######## design 1 ########
Design 1, a small window of the routed layout:
Region (28, 28) to (53, 53) um. Cells in gray, sequential cells in the stronger gray; small squares are vias.
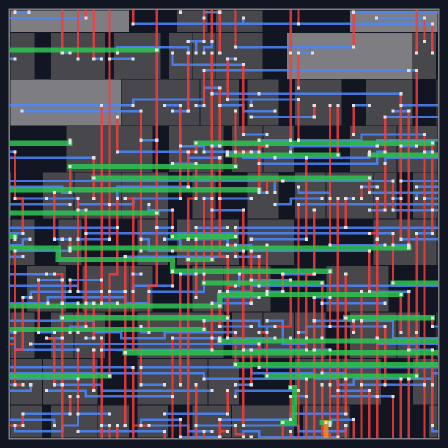

## src/rtl/vend_pkg.sv

```systemverilog
// Shared types and helpers for the vending machine user-mode controller.
// Holds the FSM state enum, coin codes, field widths and the price rule.
package vend_pkg;

    localparam int SLOT_W        = 7;
    localparam int COUNT_W       = 4;
    localparam int CREDIT_W      = 5;
    localparam int NUM_SLOTS_DEF = 69;

    typedef enum logic [2:0] {
        ST_IDLE,
        ST_CREDIT,
        ST_CHECK,
        ST_DISPENSE,
        ST_CHANGE
    } vend_state_e;

    localparam logic [1:0] COIN_1   = 2'b00;
    localparam logic [1:0] COIN_2   = 2'b01;
    localparam logic [1:0] COIN_5   = 2'b10;
    localparam logic [1:0] COIN_BAD = 2'b11;

    // Price is 1..4 units, keyed by the two low bits of the slot index.
    function automatic logic [CREDIT_W-1:0] slot_price(
        input logic [SLOT_W-1:0] s
    );
        return CREDIT_W'(s[1:0]) + CREDIT_W'(1);
    endfunction

    function automatic logic [CREDIT_W-1:0] coin_units(
        input logic [1:0] c
    );
        logic [CREDIT_W-1:0] u;
        u = '0;
        unique case (c)
            COIN_1:  u = CREDIT_W'(1);
            COIN_2:  u = CREDIT_W'(2);
            COIN_5:  u = CREDIT_W'(5);
            default: u = '0;
        endcase
        return u;
    endfunction

endpackage

```

## src/rtl/vend_idle_timer.sv

```systemverilog
// Inactivity timer: counts enabled, uncleared cycles and strobes expire
// on the TIMEOUT_CYCLES-th one. Ports: clk, rst, clear, enable -> expire.
module vend_idle_timer #(
    parameter int TIMEOUT_CYCLES = 2400000
) (
    input  logic clk,
    input  logic rst,
    input  logic clear,
    input  logic enable,
    output logic expire
);

    localparam int CNT_W = $clog2(TIMEOUT_CYCLES + 1);
    localparam logic [CNT_W-1:0] LAST = CNT_W'(TIMEOUT_CYCLES - 1);

    logic [CNT_W-1:0] cnt_q;
    logic [CNT_W-1:0] cnt_d;

    always_comb begin
        cnt_d  = cnt_q;
        expire = 1'b0;
        if (clear) begin
            cnt_d = '0;
        end else if (enable) begin
            if (cnt_q == LAST) begin
                expire = 1'b1;
                cnt_d  = '0;
            end else begin
                cnt_d = cnt_q + CNT_W'(1);
            end
        end
    end

    always_ff @(posedge clk) begin
        if (rst) begin
            cnt_q <= '0;
        end else begin
            cnt_q <= cnt_d;
        end
    end

endmodule

```

## src/rtl/vend_user_ctrl.sv

```systemverilog
// User-mode purchase controller: coin credit, selection, stock/price check,
// dispense and change payout. Reads stock via stock_idx/stock_count, pulses
// stock_dec per dispense; all pulse outputs are registered, one cycle wide.
module vend_user_ctrl
    import vend_pkg::*;
#(
    parameter int NUM_SLOTS      = NUM_SLOTS_DEF,
    parameter int MAX_CREDIT     = 20,
    parameter int TIMEOUT_CYCLES = 2400000
) (
    input  logic                clk,
    input  logic                rst,
    input  logic                coin_valid,
    input  logic [1:0]          coin_val,
    input  logic [SLOT_W-1:0]   slot_idx,
    input  logic                select,
    input  logic                cancel,
    output logic [SLOT_W-1:0]   stock_idx,
    input  logic [COUNT_W-1:0]  stock_count,
    output logic                stock_dec,
    output logic [CREDIT_W-1:0] credit,
    output logic                dispense,
    output logic [SLOT_W-1:0]   dispense_idx,
    output logic                change_out,
    output logic                coin_reject,
    output logic                err_empty,
    output logic                err_funds,
    output logic                busy
);

    localparam logic [CREDIT_W:0] MAX_CREDIT_W = (CREDIT_W + 1)'(MAX_CREDIT);
    localparam logic [SLOT_W:0]   NUM_SLOTS_W  = (SLOT_W + 1)'(NUM_SLOTS);

    vend_state_e         state_q, state_d;
    logic [CREDIT_W-1:0] credit_q, credit_d;
    logic [SLOT_W-1:0]   stock_idx_q, stock_idx_d;
    logic [SLOT_W-1:0]   dispense_idx_q, dispense_idx_d;
    logic                dispense_q, dispense_d;
    logic                stock_dec_q, stock_dec_d;
    logic                change_out_q, change_out_d;
    logic                coin_reject_q, coin_reject_d;
    logic                err_empty_q, err_empty_d;
    logic                err_funds_q, err_funds_d;
    logic                busy_q, busy_d;

    logic                timer_clear;
    logic                timer_en;
    logic                timer_expire;
    logic [CREDIT_W:0]   coin_sum;
    logic                coin_fits;
    logic [CREDIT_W-1:0] price;
    logic                slot_bad;
    logic                refund;

    assign coin_sum  = {1'b0, credit_q} + {1'b0, coin_units(coin_val)};
    assign coin_fits = (coin_val != COIN_BAD) && (coin_sum <= MAX_CREDIT_W);
    assign price     = slot_price(stock_idx_q);
    assign slot_bad  = ({1'b0, stock_idx_q} >= NUM_SLOTS_W)
                    || (stock_count == '0);

    // Timer is held clear outside CREDIT, so entering CREDIT starts at zero.
    assign timer_en    = (state_q == ST_CREDIT);
    assign timer_clear = !timer_en || coin_valid || select || cancel;

    vend_idle_timer #(
        .TIMEOUT_CYCLES(TIMEOUT_CYCLES)
    ) u_timer (
        .clk   (clk),
        .rst   (rst),
        .clear (timer_clear),
        .enable(timer_en),
        .expire(timer_expire)
    );

    always_comb begin
        state_d        = state_q;
        credit_d       = credit_q;
        stock_idx_d    = stock_idx_q;
        dispense_idx_d = dispense_idx_q;
        dispense_d     = 1'b0;
        stock_dec_d    = 1'b0;
        change_out_d   = 1'b0;
        coin_reject_d  = 1'b0;
        err_empty_d    = 1'b0;
        err_funds_d    = 1'b0;
        refund         = 1'b0;

        unique case (state_q)
            ST_IDLE: begin
                if (coin_valid) begin
                    if (coin_fits) begin
                        credit_d = coin_sum[CREDIT_W-1:0];
                        state_d  = ST_CREDIT;
                    end else begin
                        coin_reject_d = 1'b1;
                    end
                end
                if (select) begin
                    err_funds_d = 1'b1;
                end
            end
            ST_CREDIT: begin
                if (cancel) begin
                    coin_reject_d = coin_valid;
                    refund        = 1'b1;
                end else if (coin_valid) begin
                    // A coin in the same cycle as select wins; select drops.
                    if (coin_fits) begin
                        credit_d = coin_sum[CREDIT_W-1:0];
                    end else begin
                        coin_reject_d = 1'b1;
                    end
                end else if (select) begin
                    stock_idx_d = slot_idx;
                    state_d     = ST_CHECK;
                end else if (timer_expire) begin
                    refund = 1'b1;
                end
            end
            ST_CHECK: begin
                coin_reject_d = coin_valid;
                if (slot_bad) begin
                    err_empty_d = 1'b1;
                    state_d     = ST_CREDIT;
                end else if (credit_q < price) begin
                    err_funds_d = 1'b1;
                    state_d     = ST_CREDIT;
                end else begin
                    // Outputs are registered, so the dispense pulse and the
                    // price deduction are staged here to land in DISPENSE.
                    dispense_d     = 1'b1;
                    stock_dec_d    = 1'b1;
                    dispense_idx_d = stock_idx_q;
                    credit_d       = credit_q - price;
                    state_d        = ST_DISPENSE;
                end
            end
            ST_DISPENSE: begin
                coin_reject_d = coin_valid;
                refund        = 1'b1;
            end
            ST_CHANGE: begin
                coin_reject_d = coin_valid;
                if (credit_q == '0) begin
                    state_d = ST_IDLE;
                end else if (!change_out_q) begin
                    change_out_d = 1'b1;
                    credit_d     = credit_q - CREDIT_W'(1);
                end
            end
            default: begin
                state_d = ST_IDLE;
            end
        endcase

        // Entering CHANGE pays the first unit immediately; CHANGE then
        // alternates low/high until credit is exhausted.
        if (refund) begin
            if (credit_q != '0) begin
                state_d      = ST_CHANGE;
                change_out_d = 1'b1;
                credit_d     = credit_q - CREDIT_W'(1);
            end else begin
                state_d = ST_IDLE;
            end
        end

        busy_d = (state_d == ST_CHECK)
              || (state_d == ST_DISPENSE)
              || (state_d == ST_CHANGE);
    end

    always_ff @(posedge clk) begin
        if (rst) begin
            state_q        <= ST_IDLE;
            credit_q       <= '0;
            stock_idx_q    <= '0;
            dispense_idx_q <= '0;
            dispense_q     <= 1'b0;
            stock_dec_q    <= 1'b0;
            change_out_q   <= 1'b0;
            coin_reject_q  <= 1'b0;
            err_empty_q    <= 1'b0;
            err_funds_q    <= 1'b0;
            busy_q         <= 1'b0;
        end else begin
            state_q        <= state_d;
            credit_q       <= credit_d;
            stock_idx_q    <= stock_idx_d;
            dispense_idx_q <= dispense_idx_d;
            dispense_q     <= dispense_d;
            stock_dec_q    <= stock_dec_d;
            change_out_q   <= change_out_d;
            coin_reject_q  <= coin_reject_d;
            err_empty_q    <= err_empty_d;
            err_funds_q    <= err_funds_d;
            busy_q         <= busy_d;
        end
    end

    assign stock_idx    = stock_idx_q;
    assign stock_dec    = stock_dec_q;
    assign credit       = credit_q;
    assign dispense     = dispense_q;
    assign dispense_idx = dispense_idx_q;
    assign change_out   = change_out_q;
    assign coin_reject  = coin_reject_q;
    assign err_empty    = err_empty_q;
    assign err_funds    = err_funds_q;
    assign busy         = busy_q;

endmodule

```

## config.mk

```make
export PLATFORM = sky130hd
export DESIGN_NAME = vend_user_ctrl
export DESIGN_NICKNAME = d
export VERILOG_FILES = /design/src/rtl/vend_pkg.sv /design/src/rtl/vend_idle_timer.sv /design/src/rtl/vend_user_ctrl.sv
export SDC_FILE = /design/constraint.sdc
export NUM_CORES = 1
export LEC_CHECK = 0
export CAP_MARGIN = 10
export CORE_MARGIN = 2
export CORE_UTILIZATION = 49
export CTS_CLUSTER_DIAMETER = 30
export DETAILED_ROUTE_END_ITERATION = 10
export PLACE_DENSITY = 0.79
export SLEW_MARGIN = 0
export SYNTH_ARGS = -nofsm -noshare
export SYNTH_HDL_FRONTEND = slang
export SYNTH_SLANG_ARGS = --single-unit
```

## constraint.sdc

```tcl
create_clock -name clk -period 2.5 [get_ports clk]
set_input_delay 0.25 -clock clk [delete_from_list [all_inputs] [get_ports clk]]
set_output_delay 0.25 -clock clk [all_outputs]
set_load 0.02 [all_outputs]
```

######## design 2 ########
<file path="config.mk">
export PLATFORM = sky130hd
export DESIGN_NAME = pf_ddr3_rx_lane_trainer_flat
export DESIGN_NICKNAME = d
export VERILOG_FILES = /design/src/rtl/pf_ddr3_rx_lane_trainer_if.sv /design/src/rtl/pf_ddr3_rx_lane_trainer.sv /design/src/flat_wrapper.sv
export SDC_FILE = /design/constraint.sdc
export NUM_CORES = 1
export LEC_CHECK = 0
export CORE_MARGIN = 2
export CORE_UTILIZATION = 50
export CTS_CLUSTER_SIZE = 28
export DETAILED_ROUTE_END_ITERATION = 8
export PLACE_DENSITY = 0.69
export SLEW_MARGIN = 10
export SYNTH_ARGS = -nofsm -noshare
export SYNTH_HDL_FRONTEND = slang
export SYNTH_SLANG_ARGS = --single-unit
</file>
<file path="constraint.sdc">
create_clock -name FAB_CLK -period 7.9 [get_ports FAB_CLK]
set_input_delay 1.58 -clock FAB_CLK [delete_from_list [all_inputs] [get_ports FAB_CLK]]
set_output_delay 1.58 -clock FAB_CLK [all_outputs]
set_load 0.005 [all_outputs]
</file>
<file path="src/rtl/pf_ddr3_rx_lane_trainer_if.sv">
// Lane-side bundle between the RX trainer and the IOD delay line / deserializer.
// The trainer uses master. The lane (IOD or its model) uses slave.
interface pf_ddr3_rx_lane_trainer_if;
    logic       START;
    logic [3:0] RX_DATA;
    logic       DELAY_LINE_OUT_OF_RANGE;
    logic       DELAY_LINE_LOAD;
    logic       DELAY_LINE_MOVE;
    logic       DELAY_LINE_DIRECTION;
    logic       RX_BIT_SLIP;
    logic       BUSY;
    logic       TRAINED;
    logic       TRAIN_FAIL;
    logic [7:0] TAP_CENTER;
    logic [7:0] WINDOW_WIDTH;

    modport master (
        input  START, RX_DATA, DELAY_LINE_OUT_OF_RANGE,
        output DELAY_LINE_LOAD, DELAY_LINE_MOVE, DELAY_LINE_DIRECTION, RX_BIT_SLIP,
        output BUSY, TRAINED, TRAIN_FAIL, TAP_CENTER, WINDOW_WIDTH
    );

    modport slave (
        output START, RX_DATA, DELAY_LINE_OUT_OF_RANGE,
        input  DELAY_LINE_LOAD, DELAY_LINE_MOVE, DELAY_LINE_DIRECTION, RX_BIT_SLIP,
        input  BUSY, TRAINED, TRAIN_FAIL, TAP_CENTER, WINDOW_WIDTH
    );
endinterface

</file>
<file path="src/rtl/pf_ddr3_rx_lane_trainer.sv">
// DDR3 RX lane trainer: scans delay taps upward for the passing eye, centres the tap, then bit-slips to word alignment.
// The scan takes several thousand cycles. There is no backpressure. START is accepted only when not BUSY.
module pf_ddr3_rx_lane_trainer #(
    parameter logic [3:0] TRAIN_PATTERN = 4'b0011,
    parameter int         SETTLE_CYC    = 8,
    parameter int         MATCH_CYC     = 16,
    parameter int         MAX_TAP       = 127,
    parameter int         MIN_WINDOW    = 4
) (
    input logic                       FAB_CLK,
    input logic                       RESET_N,
    pf_ddr3_rx_lane_trainer_if.master lane
);
    localparam logic [15:0] SETTLE_LAST = 16'(SETTLE_CYC - 1);
    localparam logic [15:0] MATCH_LAST  = 16'(MATCH_CYC - 1);
    localparam logic [7:0]  TAP_LIMIT   = 8'(MAX_TAP);
    localparam logic [7:0]  MIN_W       = 8'(MIN_WINDOW);
    localparam logic [3:0]  ROT1 = {TRAIN_PATTERN[2:0], TRAIN_PATTERN[3]};
    localparam logic [3:0]  ROT2 = {TRAIN_PATTERN[1:0], TRAIN_PATTERN[3:2]};
    localparam logic [3:0]  ROT3 = {TRAIN_PATTERN[0], TRAIN_PATTERN[3:1]};

    typedef enum logic [3:0] {
        IDLE, LOAD, SETTLE, CHECK, MOVE_UP, CENTER, SLIP, DONE, FAIL
    } state_t;

    state_t      state, nxt;
    logic [7:0]  tap, first, last, center_q, width_q;
    logic        have_first, slip_ph, dir_q, mv_ph;
    logic [1:0]  slip_cnt;
    logic [15:0] settle_cnt, chk_cnt;
    logic [3:0]  cap;

    logic        load_o, move_o, slip_o, busy_o, trained_o, fail_o;
    logic [3:0]  word;
    logic        same, chk_end, tap_pass, have_n, scan_end, width_ok;
    logic [7:0]  first_n, last_n, diff, width_n, center_n;

    // The first CHECK cycle is the capture cycle. It always counts as a match.
    assign word     = (chk_cnt == '0) ? lane.RX_DATA : cap;
    assign same     = slip_ph ? (lane.RX_DATA == TRAIN_PATTERN)
                              : ((chk_cnt == '0) || (lane.RX_DATA == cap));
    assign chk_end  = !same || (chk_cnt >= MATCH_LAST);
    assign tap_pass = same && (chk_cnt >= MATCH_LAST) &&
                      ((word == TRAIN_PATTERN) || (word == ROT1) ||
                       (word == ROT2) || (word == ROT3));

    assign have_n   = have_first | tap_pass;
    assign first_n  = have_first ? first : tap;
    assign last_n   = tap_pass ? tap : last;
    assign diff     = last_n - first_n;
    assign width_n  = !have_n ? 8'd0 : ((diff == 8'hFF) ? 8'hFF : diff + 8'd1);
    assign center_n = first_n + (diff >> 1);
    assign width_ok = have_n && (width_n >= MIN_W);
    assign scan_end = (!tap_pass && have_first) || (tap == TAP_LIMIT) ||
                      lane.DELAY_LINE_OUT_OF_RANGE;

    always_ff @(posedge FAB_CLK) begin
        if (!RESET_N) state <= IDLE;
        else          state <= nxt;
    end

    always_comb begin
        nxt       = state;
        load_o    = 1'b0;
        move_o    = 1'b0;
        slip_o    = 1'b0;
        busy_o    = 1'b1;
        trained_o = 1'b0;
        fail_o    = 1'b0;
        case (state)
            IDLE: begin
                busy_o = 1'b0;
                if (lane.START) nxt = LOAD;
            end
            DONE: begin
                busy_o    = 1'b0;
                trained_o = 1'b1;
                if (lane.START) nxt = LOAD;
            end
            FAIL: begin
                busy_o = 1'b0;
                fail_o = 1'b1;
                if (lane.START) nxt = LOAD;
            end
            LOAD: begin
                load_o = 1'b1;
                nxt    = SETTLE;
            end
            SETTLE: if (settle_cnt >= SETTLE_LAST) nxt = CHECK;
            CHECK: if (chk_end) begin
                if (slip_ph) begin
                    if (same)                 nxt = DONE;
                    else if (slip_cnt == 2'd3) nxt = FAIL;
                    else                      nxt = SLIP;
                end else if (scan_end) begin
                    nxt = width_ok ? CENTER : FAIL;
                end else begin
                    nxt = MOVE_UP;
                end
            end
            MOVE_UP: begin
                move_o = 1'b1;
                nxt    = SETTLE;
            end
            CENTER: begin
                move_o = mv_ph && (tap != center_q);
                if (tap == center_q) nxt = SETTLE;
            end
            SLIP: begin
                slip_o = 1'b1;
                nxt    = SETTLE;
            end
            default: nxt = IDLE;
        endcase
    end

    always_ff @(posedge FAB_CLK) begin
        if (!RESET_N) begin
            tap        <= '0;
            first      <= '0;
            last       <= '0;
            have_first <= 1'b0;
            center_q   <= '0;
            width_q    <= '0;
            slip_cnt   <= '0;
            slip_ph    <= 1'b0;
            dir_q      <= 1'b0;
            mv_ph      <= 1'b0;
            settle_cnt <= '0;
            chk_cnt    <= '0;
            cap        <= '0;
        end else begin
            if (state != SETTLE)        settle_cnt <= '0;
            else if (settle_cnt != '1)  settle_cnt <= settle_cnt + 16'd1;
            if (state != CHECK || chk_end) chk_cnt <= '0;
            else if (chk_cnt != '1)        chk_cnt <= chk_cnt + 16'd1;
            if (state == CHECK && chk_cnt == '0) cap <= lane.RX_DATA;

            case (state)
                LOAD: begin
                    tap        <= '0;
                    first      <= '0;
                    last       <= '0;
                    have_first <= 1'b0;
                    slip_cnt   <= '0;
                    slip_ph    <= 1'b0;
                    dir_q      <= 1'b1;
                end
                CHECK: if (chk_end && !slip_ph) begin
                    have_first <= have_n;
                    first      <= first_n;
                    last       <= last_n;
                    if (scan_end) begin
                        width_q  <= width_n;
                        center_q <= width_ok ? center_n : 8'd0;
                        mv_ph    <= 1'b0;
                        // Drop direction one cycle before the first down pulse.
                        if (width_ok) dir_q <= 1'b0;
                    end
                end
                MOVE_UP: if (tap < TAP_LIMIT) tap <= tap + 8'd1;
                CENTER: begin
                    if (tap != center_q) begin
                        if (mv_ph) tap <= tap - 8'd1;
                        mv_ph <= ~mv_ph;
                    end else begin
                        slip_ph <= 1'b1;
                    end
                end
                SLIP: if (slip_cnt != 2'd3) slip_cnt <= slip_cnt + 2'd1;
                default: ;
            endcase
        end
    end

    assign lane.DELAY_LINE_LOAD      = load_o;
    assign lane.DELAY_LINE_MOVE      = move_o;
    assign lane.DELAY_LINE_DIRECTION = dir_q;
    assign lane.RX_BIT_SLIP          = slip_o;
    assign lane.BUSY                 = busy_o;
    assign lane.TRAINED              = trained_o;
    assign lane.TRAIN_FAIL           = fail_o;
    assign lane.TAP_CENTER           = center_q;
    assign lane.WINDOW_WIDTH         = width_q;
endmodule

</file>
<file path="src/flat_wrapper.sv">
// flat-port wrapper written by rule: the top's interface ports become plain ports
module pf_ddr3_rx_lane_trainer_flat 
#(
    parameter logic [3:0] TRAIN_PATTERN = 4'b0011,
    parameter int         SETTLE_CYC    = 8,
    parameter int         MATCH_CYC     = 16,
    parameter int         MAX_TAP       = 127,
    parameter int         MIN_WINDOW    = 4
)
  (FAB_CLK, RESET_N, lane_START, lane_RX_DATA, lane_DELAY_LINE_OUT_OF_RANGE, lane_DELAY_LINE_LOAD, lane_DELAY_LINE_MOVE, lane_DELAY_LINE_DIRECTION, lane_RX_BIT_SLIP, lane_BUSY, lane_TRAINED, lane_TRAIN_FAIL, lane_TAP_CENTER, lane_WINDOW_WIDTH);
  pf_ddr3_rx_lane_trainer_if lane_i ();
  input logic FAB_CLK;
  input logic RESET_N;
  input wire logic [$bits(lane_i.START)-1:0] lane_START;
  input wire logic [$bits(lane_i.RX_DATA)-1:0] lane_RX_DATA;
  input wire logic [$bits(lane_i.DELAY_LINE_OUT_OF_RANGE)-1:0] lane_DELAY_LINE_OUT_OF_RANGE;
  output wire logic [$bits(lane_i.DELAY_LINE_LOAD)-1:0] lane_DELAY_LINE_LOAD;
  output wire logic [$bits(lane_i.DELAY_LINE_MOVE)-1:0] lane_DELAY_LINE_MOVE;
  output wire logic [$bits(lane_i.DELAY_LINE_DIRECTION)-1:0] lane_DELAY_LINE_DIRECTION;
  output wire logic [$bits(lane_i.RX_BIT_SLIP)-1:0] lane_RX_BIT_SLIP;
  output wire logic [$bits(lane_i.BUSY)-1:0] lane_BUSY;
  output wire logic [$bits(lane_i.TRAINED)-1:0] lane_TRAINED;
  output wire logic [$bits(lane_i.TRAIN_FAIL)-1:0] lane_TRAIN_FAIL;
  output wire logic [$bits(lane_i.TAP_CENTER)-1:0] lane_TAP_CENTER;
  output wire logic [$bits(lane_i.WINDOW_WIDTH)-1:0] lane_WINDOW_WIDTH;
  assign lane_i.START = lane_START;
  assign lane_i.RX_DATA = lane_RX_DATA;
  assign lane_i.DELAY_LINE_OUT_OF_RANGE = lane_DELAY_LINE_OUT_OF_RANGE;
  assign lane_DELAY_LINE_LOAD = lane_i.DELAY_LINE_LOAD;
  assign lane_DELAY_LINE_MOVE = lane_i.DELAY_LINE_MOVE;
  assign lane_DELAY_LINE_DIRECTION = lane_i.DELAY_LINE_DIRECTION;
  assign lane_RX_BIT_SLIP = lane_i.RX_BIT_SLIP;
  assign lane_BUSY = lane_i.BUSY;
  assign lane_TRAINED = lane_i.TRAINED;
  assign lane_TRAIN_FAIL = lane_i.TRAIN_FAIL;
  assign lane_TAP_CENTER = lane_i.TAP_CENTER;
  assign lane_WINDOW_WIDTH = lane_i.WINDOW_WIDTH;
  pf_ddr3_rx_lane_trainer #(.TRAIN_PATTERN(TRAIN_PATTERN), .SETTLE_CYC(SETTLE_CYC), .MATCH_CYC(MATCH_CYC), .MAX_TAP(MAX_TAP), .MIN_WINDOW(MIN_WINDOW)) u_core (.FAB_CLK(FAB_CLK), .RESET_N(RESET_N), .lane(lane_i));
endmodule
</file>
######## design 3 ########
File: src/rtl/node_inject_port.sv
// Per-node injection stage: buffers core packets, stamps the source ID and
// feeds the crossbar input, dropping packets addressed to nonexistent nodes.

`ifndef NUMNODES
`define NUMNODES 6
`endif

package node_inject_pkg;
  localparam int NUM_NODES = `NUMNODES;
  // Wide enough that NUM_NODES itself is representable as a (bad) dest.
  localparam int NODE_W    = $clog2(NUM_NODES + 1);
  localparam int DATA_W    = 32;

  typedef struct packed {
    logic [NODE_W-1:0] dest;
    logic [NODE_W-1:0] src;
    logic [DATA_W-1:0] data;
  } pkt_t;
endpackage

module node_inject_port
  import node_inject_pkg::*;
#(
  parameter int NODE_ID = 0,
  parameter int DEPTH   = 4,
  parameter int CNT_W   = 16
) (
  input  logic             clk,
  input  logic             rst_l,
  input  logic             core_valid,
  input  pkt_t             core_pkt,
  output logic             core_ready,
  input  logic             xbar_full,
  input  logic             xbar_ack,
  output pkt_t             xbar_pkt,
  output logic             xbar_valid,
  output logic [CNT_W-1:0] sent_cnt,
  output logic [CNT_W-1:0] drop_cnt,
  output logic             ack_err
);

  localparam int PW = $clog2(DEPTH);
  localparam logic [NODE_W-1:0] LAST_DEST = NODE_W'(NUM_NODES);

  logic [PW-1:0] wr_ptr, rd_ptr;
  logic [PW:0]   count;
  pkt_t          mem [DEPTH];
  pkt_t          stamped;
  logic          enq, dest_ok, wr_en, issue, issued_q;

  always_comb begin
    stamped     = core_pkt;
    stamped.src = NODE_W'(NODE_ID);
  end

  assign core_ready = (count != (PW+1)'(DEPTH));
  assign enq        = core_valid & core_ready;
  assign dest_ok    = (core_pkt.dest < LAST_DEST);
  assign wr_en      = enq & dest_ok;
  assign issue      = (count != '0) & ~xbar_full;
  assign xbar_valid = issue;
  assign xbar_pkt   = mem[rd_ptr];

  always_ff @(posedge clk) begin
    if (wr_en) mem[wr_ptr] <= stamped;
  end

  always_ff @(posedge clk or negedge rst_l) begin
    if (!rst_l) begin
      wr_ptr <= '0;
      rd_ptr <= '0;
      count  <= '0;
    end else begin
      if (wr_en) wr_ptr <= wr_ptr + PW'(1);
      if (issue) rd_ptr <= rd_ptr + PW'(1);
      case ({wr_en, issue})
        2'b10:   count <= count + (PW+1)'(1);
        2'b01:   count <= count - (PW+1)'(1);
        default: count <= count;
      endcase
    end
  end

  // Acceptance check: the crossbar must echo every issue exactly one cycle later.
  always_ff @(posedge clk or negedge rst_l) begin
    if (!rst_l) begin
      issued_q <= 1'b0;
      ack_err  <= 1'b0;
      sent_cnt <= '0;
      drop_cnt <= '0;
    end else begin
      issued_q <= issue;
      if (xbar_ack != issued_q) ack_err <= 1'b1;
      if (xbar_ack && (sent_cnt != '1)) sent_cnt <= sent_cnt + CNT_W'(1);
      if (enq && !dest_ok && (drop_cnt != '1)) drop_cnt <= drop_cnt + CNT_W'(1);
    end
  end

endmodule

File: config.mk
export PLATFORM = sky130hd
export DESIGN_NAME = node_inject_port
export DESIGN_NICKNAME = d
export VERILOG_FILES = /design/src/rtl/node_inject_port.sv
export SDC_FILE = /design/constraint.sdc
export NUM_CORES = 1
export LEC_CHECK = 0
export CAP_MARGIN = 10
export CORE_MARGIN = 2
export CORE_UTILIZATION = 45
export CTS_BUF_LIST = sky130_fd_sc_hd__clkbuf_2 sky130_fd_sc_hd__clkbuf_4 sky130_fd_sc_hd__clkbuf_8
export CTS_CLUSTER_SIZE = 24
export DETAILED_ROUTE_END_ITERATION = 12
export PLACE_DENSITY_LB_ADDON = 0.08
export SYNTH_ARGS = -nofsm -noshare
export SYNTH_HDL_FRONTEND = slang
export SYNTH_SLANG_ARGS = --single-unit
File: constraint.sdc
create_clock -name clk -period 2.2 [get_ports clk]
set_clock_uncertainty 0.05 [all_clocks]
set_input_delay 0.33 -clock clk [delete_from_list [all_inputs] [get_ports clk]]
set_output_delay 0.33 -clock clk [all_outputs]
set_load 0.01 [all_outputs]
######## design 4 ########
File: src/rtl/audio_pkg.sv
// Shared audio constants and helpers for the I2S transmit path.
package audio_pkg;

  localparam int SAMPLE_W  = 32;
  localparam int CH_W      = 16;
  localparam int I2S_SLOTS = 32;
  localparam int SLOT_W    = $clog2(I2S_SLOTS);

  // Word select for a slot: left channel occupies the first half of the frame.
  function automatic logic lrck_for_slot(input logic [SLOT_W-1:0] slot);
    return (slot >= SLOT_W'(CH_W));
  endfunction

endpackage

File: src/rtl/audio_tx_fifo.sv
// Single-clock sample buffer with registered level/full/empty flags.
module audio_tx_fifo #(
  parameter int DEPTH = 16,
  parameter int WIDTH = 32
) (
  input  logic                     clk,
  input  logic                     rst_n,
  input  logic                     wr_en_i,
  input  logic [WIDTH-1:0]         wr_data_i,
  input  logic                     rd_en_i,
  output logic [WIDTH-1:0]         rd_data_o,
  output logic [$clog2(DEPTH):0]   level_o,
  output logic                     full_o,
  output logic                     empty_o
);

  localparam int AW = $clog2(DEPTH);
  localparam int LW = AW + 1;

  logic [WIDTH-1:0] mem_q [DEPTH];
  logic [AW-1:0]    wr_ptr_q, wr_ptr_d;
  logic [AW-1:0]    rd_ptr_q, rd_ptr_d;
  logic [LW-1:0]    level_q, level_d;
  logic             full_q, full_d;
  logic             empty_q, empty_d;
  logic             push_s, pop_s;

  // Qualify requests against the registered flags; pointers wrap naturally.
  always_comb begin
    push_s   = wr_en_i & ~full_q;
    pop_s    = rd_en_i & ~empty_q;
    wr_ptr_d = push_s ? (wr_ptr_q + AW'(1)) : wr_ptr_q;
    rd_ptr_d = pop_s  ? (rd_ptr_q + AW'(1)) : rd_ptr_q;
    case ({push_s, pop_s})
      2'b10:   level_d = level_q + LW'(1);
      2'b01:   level_d = level_q - LW'(1);
      default: level_d = level_q;
    endcase
    full_d  = (level_d == LW'(DEPTH));
    empty_d = (level_d == LW'(0));
  end

  always_ff @(posedge clk or negedge rst_n) begin
    if (!rst_n) begin
      wr_ptr_q <= AW'(0);
      rd_ptr_q <= AW'(0);
      level_q  <= LW'(0);
      full_q   <= 1'b0;
      empty_q  <= 1'b1;
    end else begin
      wr_ptr_q <= wr_ptr_d;
      rd_ptr_q <= rd_ptr_d;
      level_q  <= level_d;
      full_q   <= full_d;
      empty_q  <= empty_d;
    end
  end

  // Storage carries no reset; only words behind valid pointers are ever read.
  always_ff @(posedge clk) begin
    if (push_s) begin
      mem_q[wr_ptr_q] <= wr_data_i;
    end
  end

  assign rd_data_o = mem_q[rd_ptr_q];
  assign level_o   = level_q;
  assign full_o    = full_q;
  assign empty_o   = empty_q;

endmodule

File: src/rtl/audio_i2s_tx.sv
// I2S transmitter: buffers stereo words and serialises them MSB first
// with the one-bit I2S delay; all serial outputs change on BCLK falls.
module audio_i2s_tx
  import audio_pkg::*;
#(
  parameter int BCLK_DIV   = 4,
  parameter int FIFO_DEPTH = 16
) (
  input  logic                          clk,
  input  logic                          rst_n,
  input  logic [SAMPLE_W-1:0]           sample_in,
  input  logic                          sample_valid,
  output logic                          sample_ready,
  output logic                          i2s_bclk,
  output logic                          i2s_lrck,
  output logic                          i2s_sdata,
  output logic                          underrun,
  output logic [$clog2(FIFO_DEPTH):0]   fifo_level
);

  localparam int DIV_W = (BCLK_DIV > 1) ? $clog2(BCLK_DIV) : 1;

  logic [DIV_W-1:0]    div_q, div_d;
  logic                bclk_q, bclk_d;
  logic [SLOT_W-1:0]   slot_q, slot_d;
  logic                lrck_q, lrck_d;
  logic [SAMPLE_W-1:0] shift_q, shift_d;
  logic                underrun_q, underrun_d;

  logic                wrap_s, fall_s, load_s, pop_s;
  logic [SAMPLE_W-1:0] fifo_head_s;
  logic                fifo_full_s, fifo_empty_s;

  audio_tx_fifo #(
    .DEPTH (FIFO_DEPTH),
    .WIDTH (SAMPLE_W)
  ) u_fifo (
    .clk       (clk),
    .rst_n     (rst_n),
    .wr_en_i   (sample_valid),
    .wr_data_i (sample_in),
    .rd_en_i   (pop_s),
    .rd_data_o (fifo_head_s),
    .level_o   (fifo_level),
    .full_o    (fifo_full_s),
    .empty_o   (fifo_empty_s)
  );

  // Leaving slot 0 is the frame boundary: the next word enters the shifter there.
  always_comb begin
    wrap_s     = (div_q == DIV_W'(BCLK_DIV - 1));
    fall_s     = wrap_s & bclk_q;
    load_s     = fall_s & (slot_q == SLOT_W'(0));
    pop_s      = load_s & ~fifo_empty_s;
    div_d      = wrap_s ? DIV_W'(0) : (div_q + DIV_W'(1));
    bclk_d     = wrap_s ? ~bclk_q : bclk_q;
    underrun_d = load_s & fifo_empty_s;
    slot_d     = slot_q;
    lrck_d     = lrck_q;
    shift_d    = shift_q;
    if (fall_s) begin
      slot_d = slot_q + SLOT_W'(1);
      lrck_d = lrck_for_slot(slot_d);
      if (load_s) begin
        if (fifo_empty_s) begin
          shift_d = SAMPLE_W'(0);
        end else begin
          shift_d = fifo_head_s;
        end
      end else begin
        shift_d = {shift_q[SAMPLE_W-2:0], 1'b0};
      end
    end else begin
      slot_d  = slot_q;
      lrck_d  = lrck_q;
      shift_d = shift_q;
    end
  end

  always_ff @(posedge clk or negedge rst_n) begin
    if (!rst_n) begin
      div_q      <= DIV_W'(0);
      bclk_q     <= 1'b0;
      slot_q     <= SLOT_W'(0);
      lrck_q     <= 1'b0;
      shift_q    <= SAMPLE_W'(0);
      underrun_q <= 1'b0;
    end else begin
      div_q      <= div_d;
      bclk_q     <= bclk_d;
      slot_q     <= slot_d;
      lrck_q     <= lrck_d;
      shift_q    <= shift_d;
      underrun_q <= underrun_d;
    end
  end

  assign sample_ready = ~fifo_full_s;
  assign i2s_bclk     = bclk_q;
  assign i2s_lrck     = lrck_q;
  assign i2s_sdata    = shift_q[SAMPLE_W-1];
  assign underrun     = underrun_q;

endmodule

File: config.mk
export PLATFORM = sky130hd
export DESIGN_NAME = audio_i2s_tx
export DESIGN_NICKNAME = d
export VERILOG_FILES = /design/src/rtl/audio_pkg.sv /design/src/rtl/audio_tx_fifo.sv /design/src/rtl/audio_i2s_tx.sv
export SDC_FILE = /design/constraint.sdc
export NUM_CORES = 1
export LEC_CHECK = 0
export CAP_MARGIN = 20
export CORE_ASPECT_RATIO = 1.1
export CORE_UTILIZATION = 55
export CTS_CLUSTER_DIAMETER = 50
export DETAILED_ROUTE_END_ITERATION = 6
export GPL_TIMING_DRIVEN = 0
export HOLD_SLACK_MARGIN = 0.06
export PLACE_DENSITY = 0.72
export SLEW_MARGIN = 20
export SYNTH_ARGS = -nofsm -noshare
export SYNTH_HDL_FRONTEND = slang
export SYNTH_SLANG_ARGS = --single-unit
File: constraint.sdc
create_clock -name clk -period 4.6 [get_ports clk]
set_input_delay 0.92 -clock clk [delete_from_list [all_inputs] [get_ports clk]]
set_output_delay 0.92 -clock clk [all_outputs]
set_load 0.005 [all_outputs]
Design 3, cells by drive strength:
(4 px per um)
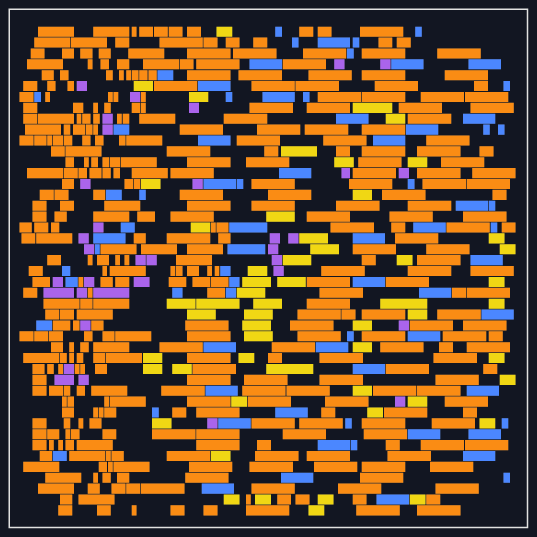
- purple: _3 and _4 cells (cells 34)
- blue: _2 cells (cells 73)
- yellow: _6 and larger (cells 54)
- orange: _0 and _1 cells (cells 382)
Syn-to-layout area delta: 30.89%
Buffers excl. clock: 148

==> flow_metrics.py, design 3 <==
# Physical implementation metrics
metrics = {
    "timing": {
        "fin_ws_ns": -0.04034,
        "hold_viol": 0,
        "tns_ns": -0.3303,
        "setup_violations": 18,
    },
    "global_route": {
        "grt_max_degree": 23,
        "grtUsageTotal": 0.1631,
        "grt-busiest-layer": "met2",
        "gr-total-overflow": 0,
        "use_met2": 0.2650,
    },
    "yosys": {
        "synthArstFlopShare": 0.2265,
        "yosysTopAreaCell": "edfxtp_1",
        "yosys_area_um2": 7052,
        "syn_inst": 375,
        "syn_area_um2": 7052,
    },
    "layout": {
        "layout.cells.non_filler": 754,
        "seq_share": 0.5669,
        "lay_top_count": "edfxtp_1",
        "fin_util": 0.6049,
        "largest_class": "sequential cells",
        "inverters": 8,
    },
    "placement": {
        "gp_congestion": 0.8137,
        "pre_cts_slack_ns": -0.02262,
        "dp.cells": 710,
    },
    "floorplanning": {
        "die_x_um": 129.2,
        "taps": 211,
        "fp.coreArea_um2": 15260,
        "die_y_um": 129.2,
    },
    "cts": {
        "cts_sinks": 181,
        "cts_resized": 151,
        "cts_tree": "yes",
    },
    "power": {
        "leakage_uw": 0.003352,
    },
    "detailed_routing": {
        "wl_um": 12940,
        "vias_per_cell": 5.044,
        "dr.pass1.iters": 4,
        "wl_met1_um": 5706,
    },
    "status": {
        "violations": "negative setup slack",
        "status": "finished, violations left",
    },
    "critical_path": {
        "required_ns": 1.82,
    },
}
## design 3: power by group
part	total [uW]	internal [uW]	switching (uW)
Clock	2100	1050	1050
Combinational	3900	2260	1640
Sequential	4570	4300	276
Total	10600	7610	2970
## design 3: Yosys cell counts (all sizes together), types with 2 or more instances
cell type,n
o21ai,2
clkbuf,6
edfxtp,140
mux4,35
inv,8
and2,5
xor2,10
mux2,4
a21oi,5
nand2b,2
buf,8
and4,4
nand3,11
nor2,17
a31oi,2
nand4,10
and3,7
nor3,6
o21a,2
xnor2,18
nand2,17
dfrtp,41
ha,7
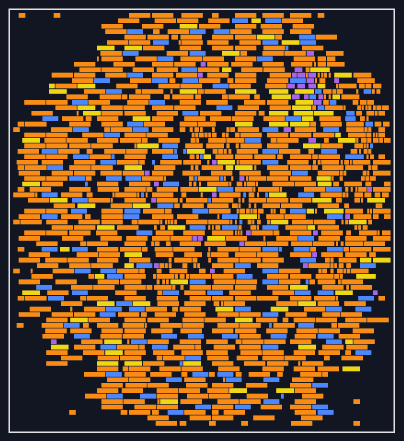
Design 4: cells by drive strength
(2 px per um)
- yellow: _6 and larger (cells 92)
- blue: _2 cells (cells 158)
- orange: _0 and _1 cells (cells 922)
- purple: _3 and _4 cells (cells 37)
Buffers excl. clock: 138
PnR worst setup slack: 1.256 ns

==> flow_metrics.py, design 4 <==
# Physical implementation metrics
metrics = {
    "power": {
        "top_power_group": "sequential cells",
        "clock_power_uw": 4480,
        "clkPwrFrac": 0.355,
        "power_switching_share": 0.2420,
        "power.density_nw_per_um2": 498.4,
    },
    "global_route": {
        "grtUsageTotal": 0.2405,
        "antenna_found_initial": 0,
        "use_met2": 0.3995,
    },
    "critical_path": {
        "cpPeakStageDelay_ns": 0.46,
        "start_kind": "flop",
        "slowest_stage": "a2111o_1",
    },
    "yosys": {
        "ys_top_logic_family": "multiplexers",
        "syn_nets": 1071,
        "yosysCellCount": 1026,
        "yosys_warnings": 0,
        "synth_cell_types": 42,
    },
    "detailed_routing": {
        "ant_nets": 0,
        "highest_layer": "met4",
        "wl_um": 46740,
        "wl_met3_um": 3263,
        "drtIter0Drc": 932,
    },
    "layout": {
        "comb_area_frac": 0.1896,
        "layout.cells.non_filler": 1716,
        "final_cell_mix": "512 x edfxtp_1, 129 x mux4_2, 58 x clkbuf_16, 55 x dfrtp_1, 49 x clkbuf_1",
        "fin_util": 0.6486,
        "syn_to_final_growth_pct": 16.36,
        "bufAreaShareNonClock": 0.05000,
        "diodes": 0,
        "seq_share": 0.6618,
        "fillers": 2515,
    },
    "cts": {
        "cts_inserted_buffers": 56,
        "cts-htree-levels": 2,
        "clk_latency_ns": 0.62,
        "clockRootBuffer": "clkbuf_16",
        "cts_tree": "yes",
        "postCtsSetupBuffers": 0,
    },
    "placement": {
        "dp.cells": 1611,
    },
    "floorplanning": {
        "die_y_um": 210.7,
        "die-area_um2": 40410,
        "fp.coreArea_um2": 39080,
        "die_x_um": 191.8,
    },
    "job": {
        "warnings": 30,
    },
    "timing": {
        "finalClockPeriodUsage": 0.7269,
    },
    "status": {
        "status": "finished, final reports clean",
    },
}
## design 4: state kept, by name (all words and copies together), names as in the netlist, 2 cells and up
register / cells
u_fifo.wr_ptr_q: 4
slot_q: 5
shift_q: 32
div_q: 2
u_fifo.mem_q: 512
u_fifo.level_o: 5
u_fifo.rd_ptr_q: 4
## design 4: worst reg2reg max path: stages, from the launching register on
cell	delay [ns]
dfrtp_1	0.35
ha_1	0.27
and4b_1	0.29
nand2_1	0.35
inv_1	0.36
ha_1	0.32
a21oi_1	0.14
a2111o_1	0.46
a21o_1	0.20
o221a_2	0.27
nor4b_2	0.24
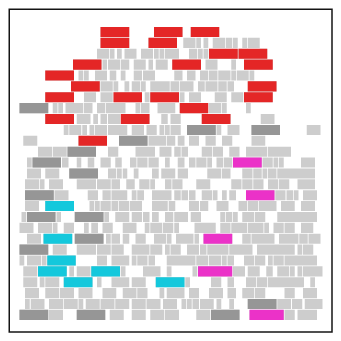
Design 1: sequential cells grouped by signal name
(4 px per um) Other sequential cells in the stronger gray, the rest of the logic in the fainter gray.
- red: u_timer.cnt_q (sequential cells 22)
- cyan: stock_idx (sequential cells 7; where south-west)
- magenta: credit (sequential cells 5)
- not colored: 16

About 'a small window of the routed layout' of design 1:
- orange: metal 4
- green: metal 3
- blue: metal 1
- red: metal 2
- most frequent: buf_4 (8), nand2_1 (6), o21ai_0 (5)
- netlist names of flops here include: change_out (1), state_q (1)
- cells with their middle in the window: 61
- sequential cells in the window: 2

==> flow_metrics.py, design 1 <==
# Physical implementation metrics
metrics = {
    "yosys": {
        "syn_inst": 336,
        "syn_area_um2": 2853,
        "seq_area_frac_synth": 0.3509,
        "yosys_area_um2": 2853,
        "ys_top_logic_family": "simple AND/OR/NAND/NOR gates",
        "netlist.area_leader.share": 0.3509,
        "synth_cell_types": 56,
        "simple_gate_share": 0.2741,
    },
    "global_route": {
        "antenna_found_initial": 0,
    },
    "power": {
        "peakVddDrop_mv": 0.3611,
    },
    "critical_path": {
        "worstPathArrival_ns": 2.79,
        "r2r-start": "credit[0]",
        "path_max_fanout": 4,
        "crit_chain": "ha_4, inv_2, fa_2, buf_4, xnor2_2, a31oi_2, a221oi_4, or3b_4, o41a_1, a221oi_2",
        "reg2reg_to": "credit[3]",
        "required_ns": 2.72,
        "cp_num_buf_inv": 2,
    },
    "layout": {
        "largest_class": "combinational gates",
        "comb_area_um2": 1872,
        "fillers": 467,
        "bufAreaShareNonClock": 0.1793,
        "seq_share": 0.2646,
        "buffers": 77,
        "syn_to_final_growth_pct": 33.60,
        "comb_area_frac": 0.4911,
        "lay_top_count": "nor2_1",
        "diodes": 0,
    },
    "cts": {
        "cts_buffer_depth": 2,
        "cts_resized": 10,
    },
    "min_path": {
        "hold_path.startpoint": "u_timer.cnt_q[0]",
        "hp-class": "flop to flop",
    },
    "detailed_routing": {
        "vias_per_cell": 5.670,
        "drtIter0Drc": 197,
    },
    "floorplanning": {
        "die-area_um2": 6448,
        "die_x_um": 80.30,
    },
    "placement": {
        "portBuffers": 43,
        "dp_hpwl_um": 5328,
        "gp_congestion": 0.8719,
    },
    "status": {
        "violations": "negative setup slack",
        "status": "finished, violations left",
    },
    "job": {
        "maxCapViolCount": 0,
    },
    "timing": {
        "whs_ns": 0.4560,
        "fin_ws_ns": -0.06942,
        "setup_violations": 4,
    },
}
-- design 1: power breakdown --
| group | total (uW) | switching, uW | internal (uW) | leakage, uW |
|---|---|---|---|---|
| clock | 524 | 270 | 254 | 0.0000544 |
| sequential | 882 | 51.4 | 830 | 0.000406 |
| combinational | 821 | 438 | 383 | 0.00113 |
| total | 2230 | 760 | 1470 | 0.00159 |
-- design 1: layer usage --
metal  vias up  GRT usage  routed length [um]
met5         -          0                   0
met4         0    0.06780                  99
met3         8    0.04157                 496
met2        93     0.4075                3606
met1      1275     0.3142                3459
li1       1340          -                   -
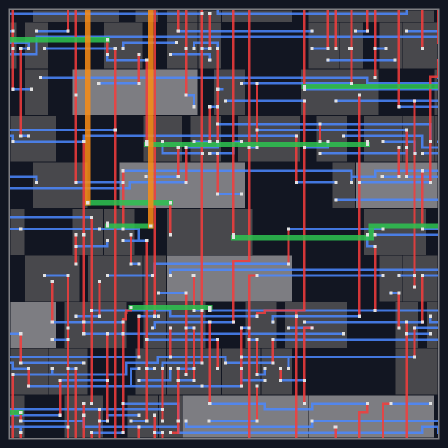
Design 2: a small window of the routed layout
Region (41, 41) to (66, 66) um. Cells in gray, sequential cells in the stronger gray; small squares are vias.
- red: metal 2
- green: metal 3
- blue: metal 1
- orange: metal 4
- sequential cells in the window: 6
- cells with their middle in the window: 50
- most frequent: a21oi_1 (7), dfxtp_1 (6)
- netlist names of flops here include: u_core.last (3), u_core.first (2)

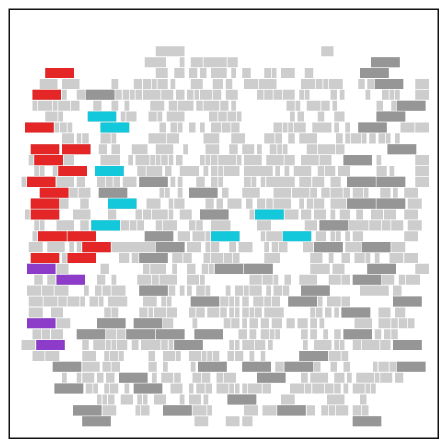
Design 2: sequential cells grouped by signal name
(4 px per um) Other sequential cells in the stronger gray, the rest of the logic in the fainter gray.
- purple: u_core.cap (sequential cells 4)
- red: u_core.chk_cnt (sequential cells 16)
- cyan: u_core.first (sequential cells 8)

==> flow_metrics.py, design 2 <==
# Physical implementation metrics
metrics = {
    "status": {
        "status": "finished, final reports clean",
    },
    "yosys": {
        "ys_sh_mux": 0.06052,
        "ys_ff": 86,
        "synth_cell_types": 70,
        "xor_share": 0.08085,
        "synthArstFlopShare": 0,
        "edf_count": 0,
        "yosysTopAreaCell": "dfxtp_1",
    },
    "layout": {
        "clock_buffers": 9,
        "clkCellAreaFrac": 0.03571,
        "seq_share": 0.2908,
        "largest_class": "combinational gates",
        "fin_nets": 714,
        "top_regs": "u_core.chk_cnt (16), u_core.settle_cnt (16)",
        "buffers": 34,
    },
    "critical_path": {
        "cp_num_buf_inv": 4,
        "crit_chain": "clkdlybuf4s50_1, and4bb_1, nand2_1, a221o_1, nor2_4, buf_4, mux2_2, ha_1, xnor2_1, inv_1, nor3_1, buf_4, nand4_1, mux2_2, o211ai_1, o211a_2, and3_1, nand3_1, a31oi_2, o221a_1",
        "reg2reg_slack_ns": 2.36,
    },
    "power": {
        "clkPwrFrac": 0.345,
        "pg_seq_uw": 463,
        "p_switching_uw": 313.6,
        "p_comb_frac": 0.180,
    },
    "floorplanning": {
        "die_x_um": 106.9,
        "fp.coreArea_um2": 10320,
        "fp_util": 0.5127,
        "num_rows": 37,
    },
    "cts": {
        "clk_latency_ns": 0.38,
        "postCtsSetupBuffers": 0,
        "clockRootBuffer": "clkbuf_8",
    },
    "timing": {
        "slew_headroom": 0.4232,
        "min_period_ns": 6.681,
        "fin_skew_ns": 0.01083,
        "max_freq_mhz": 149.7,
        "hold_viol": 0,
        "whs_ns": 0.4551,
    },
    "placement": {
        "portBuffers": 30,
    },
    "detailed_routing": {
        "wl_um": 12340,
        "highest_layer": "met4",
        "vias_per_cell": 5.562,
        "wl_met3_um": 626,
    },
    "job": {
        "warnings": 27,
    },
}
design 2: per-layer routing:
metal  global-route usage  vias to the layer above
met2               0.3744                      104
met5                    0                        -
met1               0.3143                     2124
met4              0.05009                        0
met3              0.05410                        8
li1                     -                     2319
design 2: metrics by stage:
step,setup slack [ns],total power (uW),instance area (um2),util
after floorplan,1.548,594.3,5334,-
after detailed placement,0.9043,647.5,5709,0.5530
after global routing,0.8284,1026,5921,0.5735
after global placement,1.134,643.7,5709,0.5530
final,1.219,976.3,5921,0.5735
after CTS,1.275,983.1,5921,0.5735


## Gallery

Signal wires on met2.
panel A
(2 px per um)
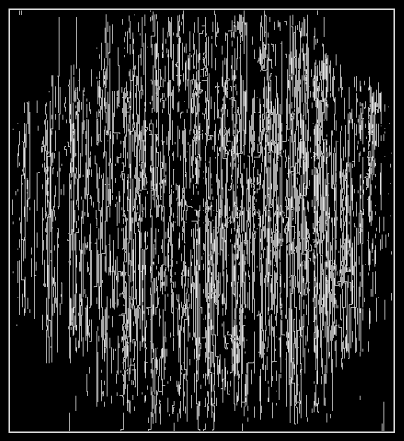
panel B
(4 px per um)
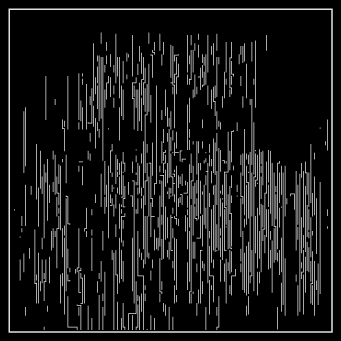
panel C
(3 px per um)
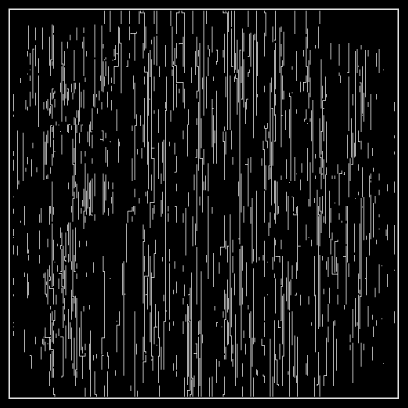
panel D
(4 px per um)
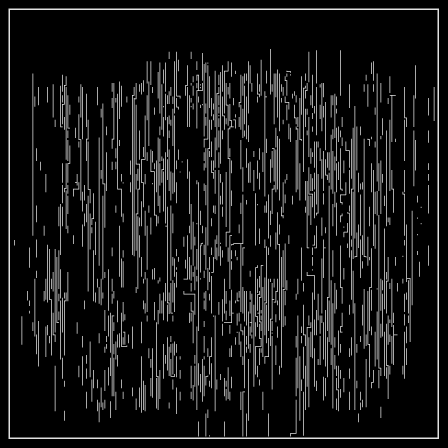
| from | picture |
|---|---|
| design 4 | panel A |
| design 2 | panel D |
| design 3 | panel C |
| design 1 | panel B |
Of these, smallest die: panel B
Of these, largest die: panel A


## Gallery

Routing congestion.
Plate I
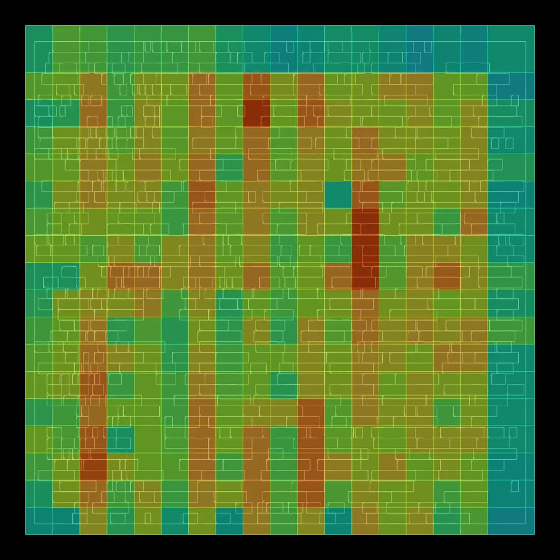
Plate II
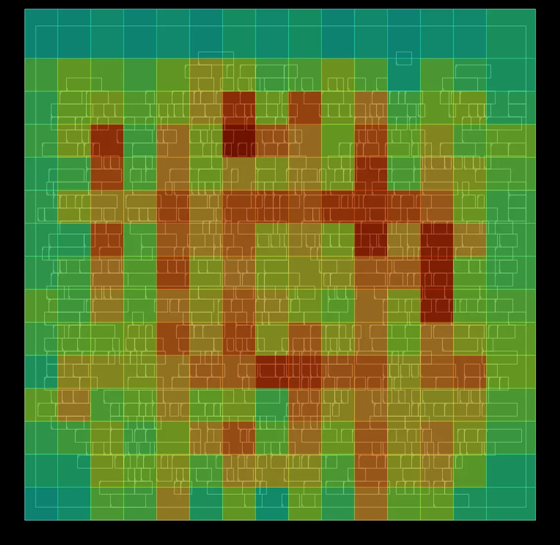
Plate III
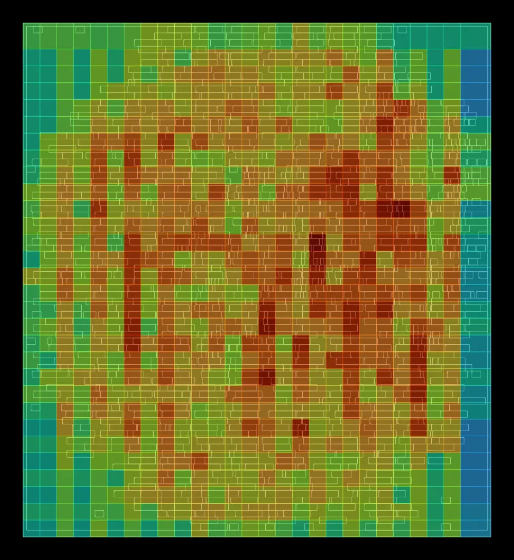
Plate IV
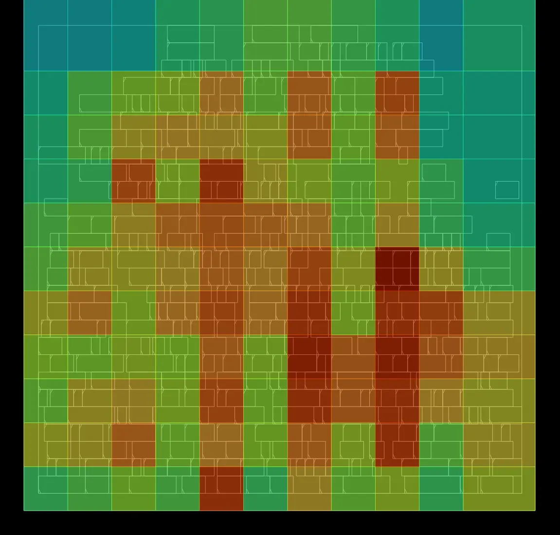
The one with the lowest track usage is Plate I.
| picture | from |
|---|---|
| Plate I | design 3 |
| Plate IV | design 1 |
| Plate III | design 4 |
| Plate II | design 2 |

Power is estimated from default activity; no workload was simulated.
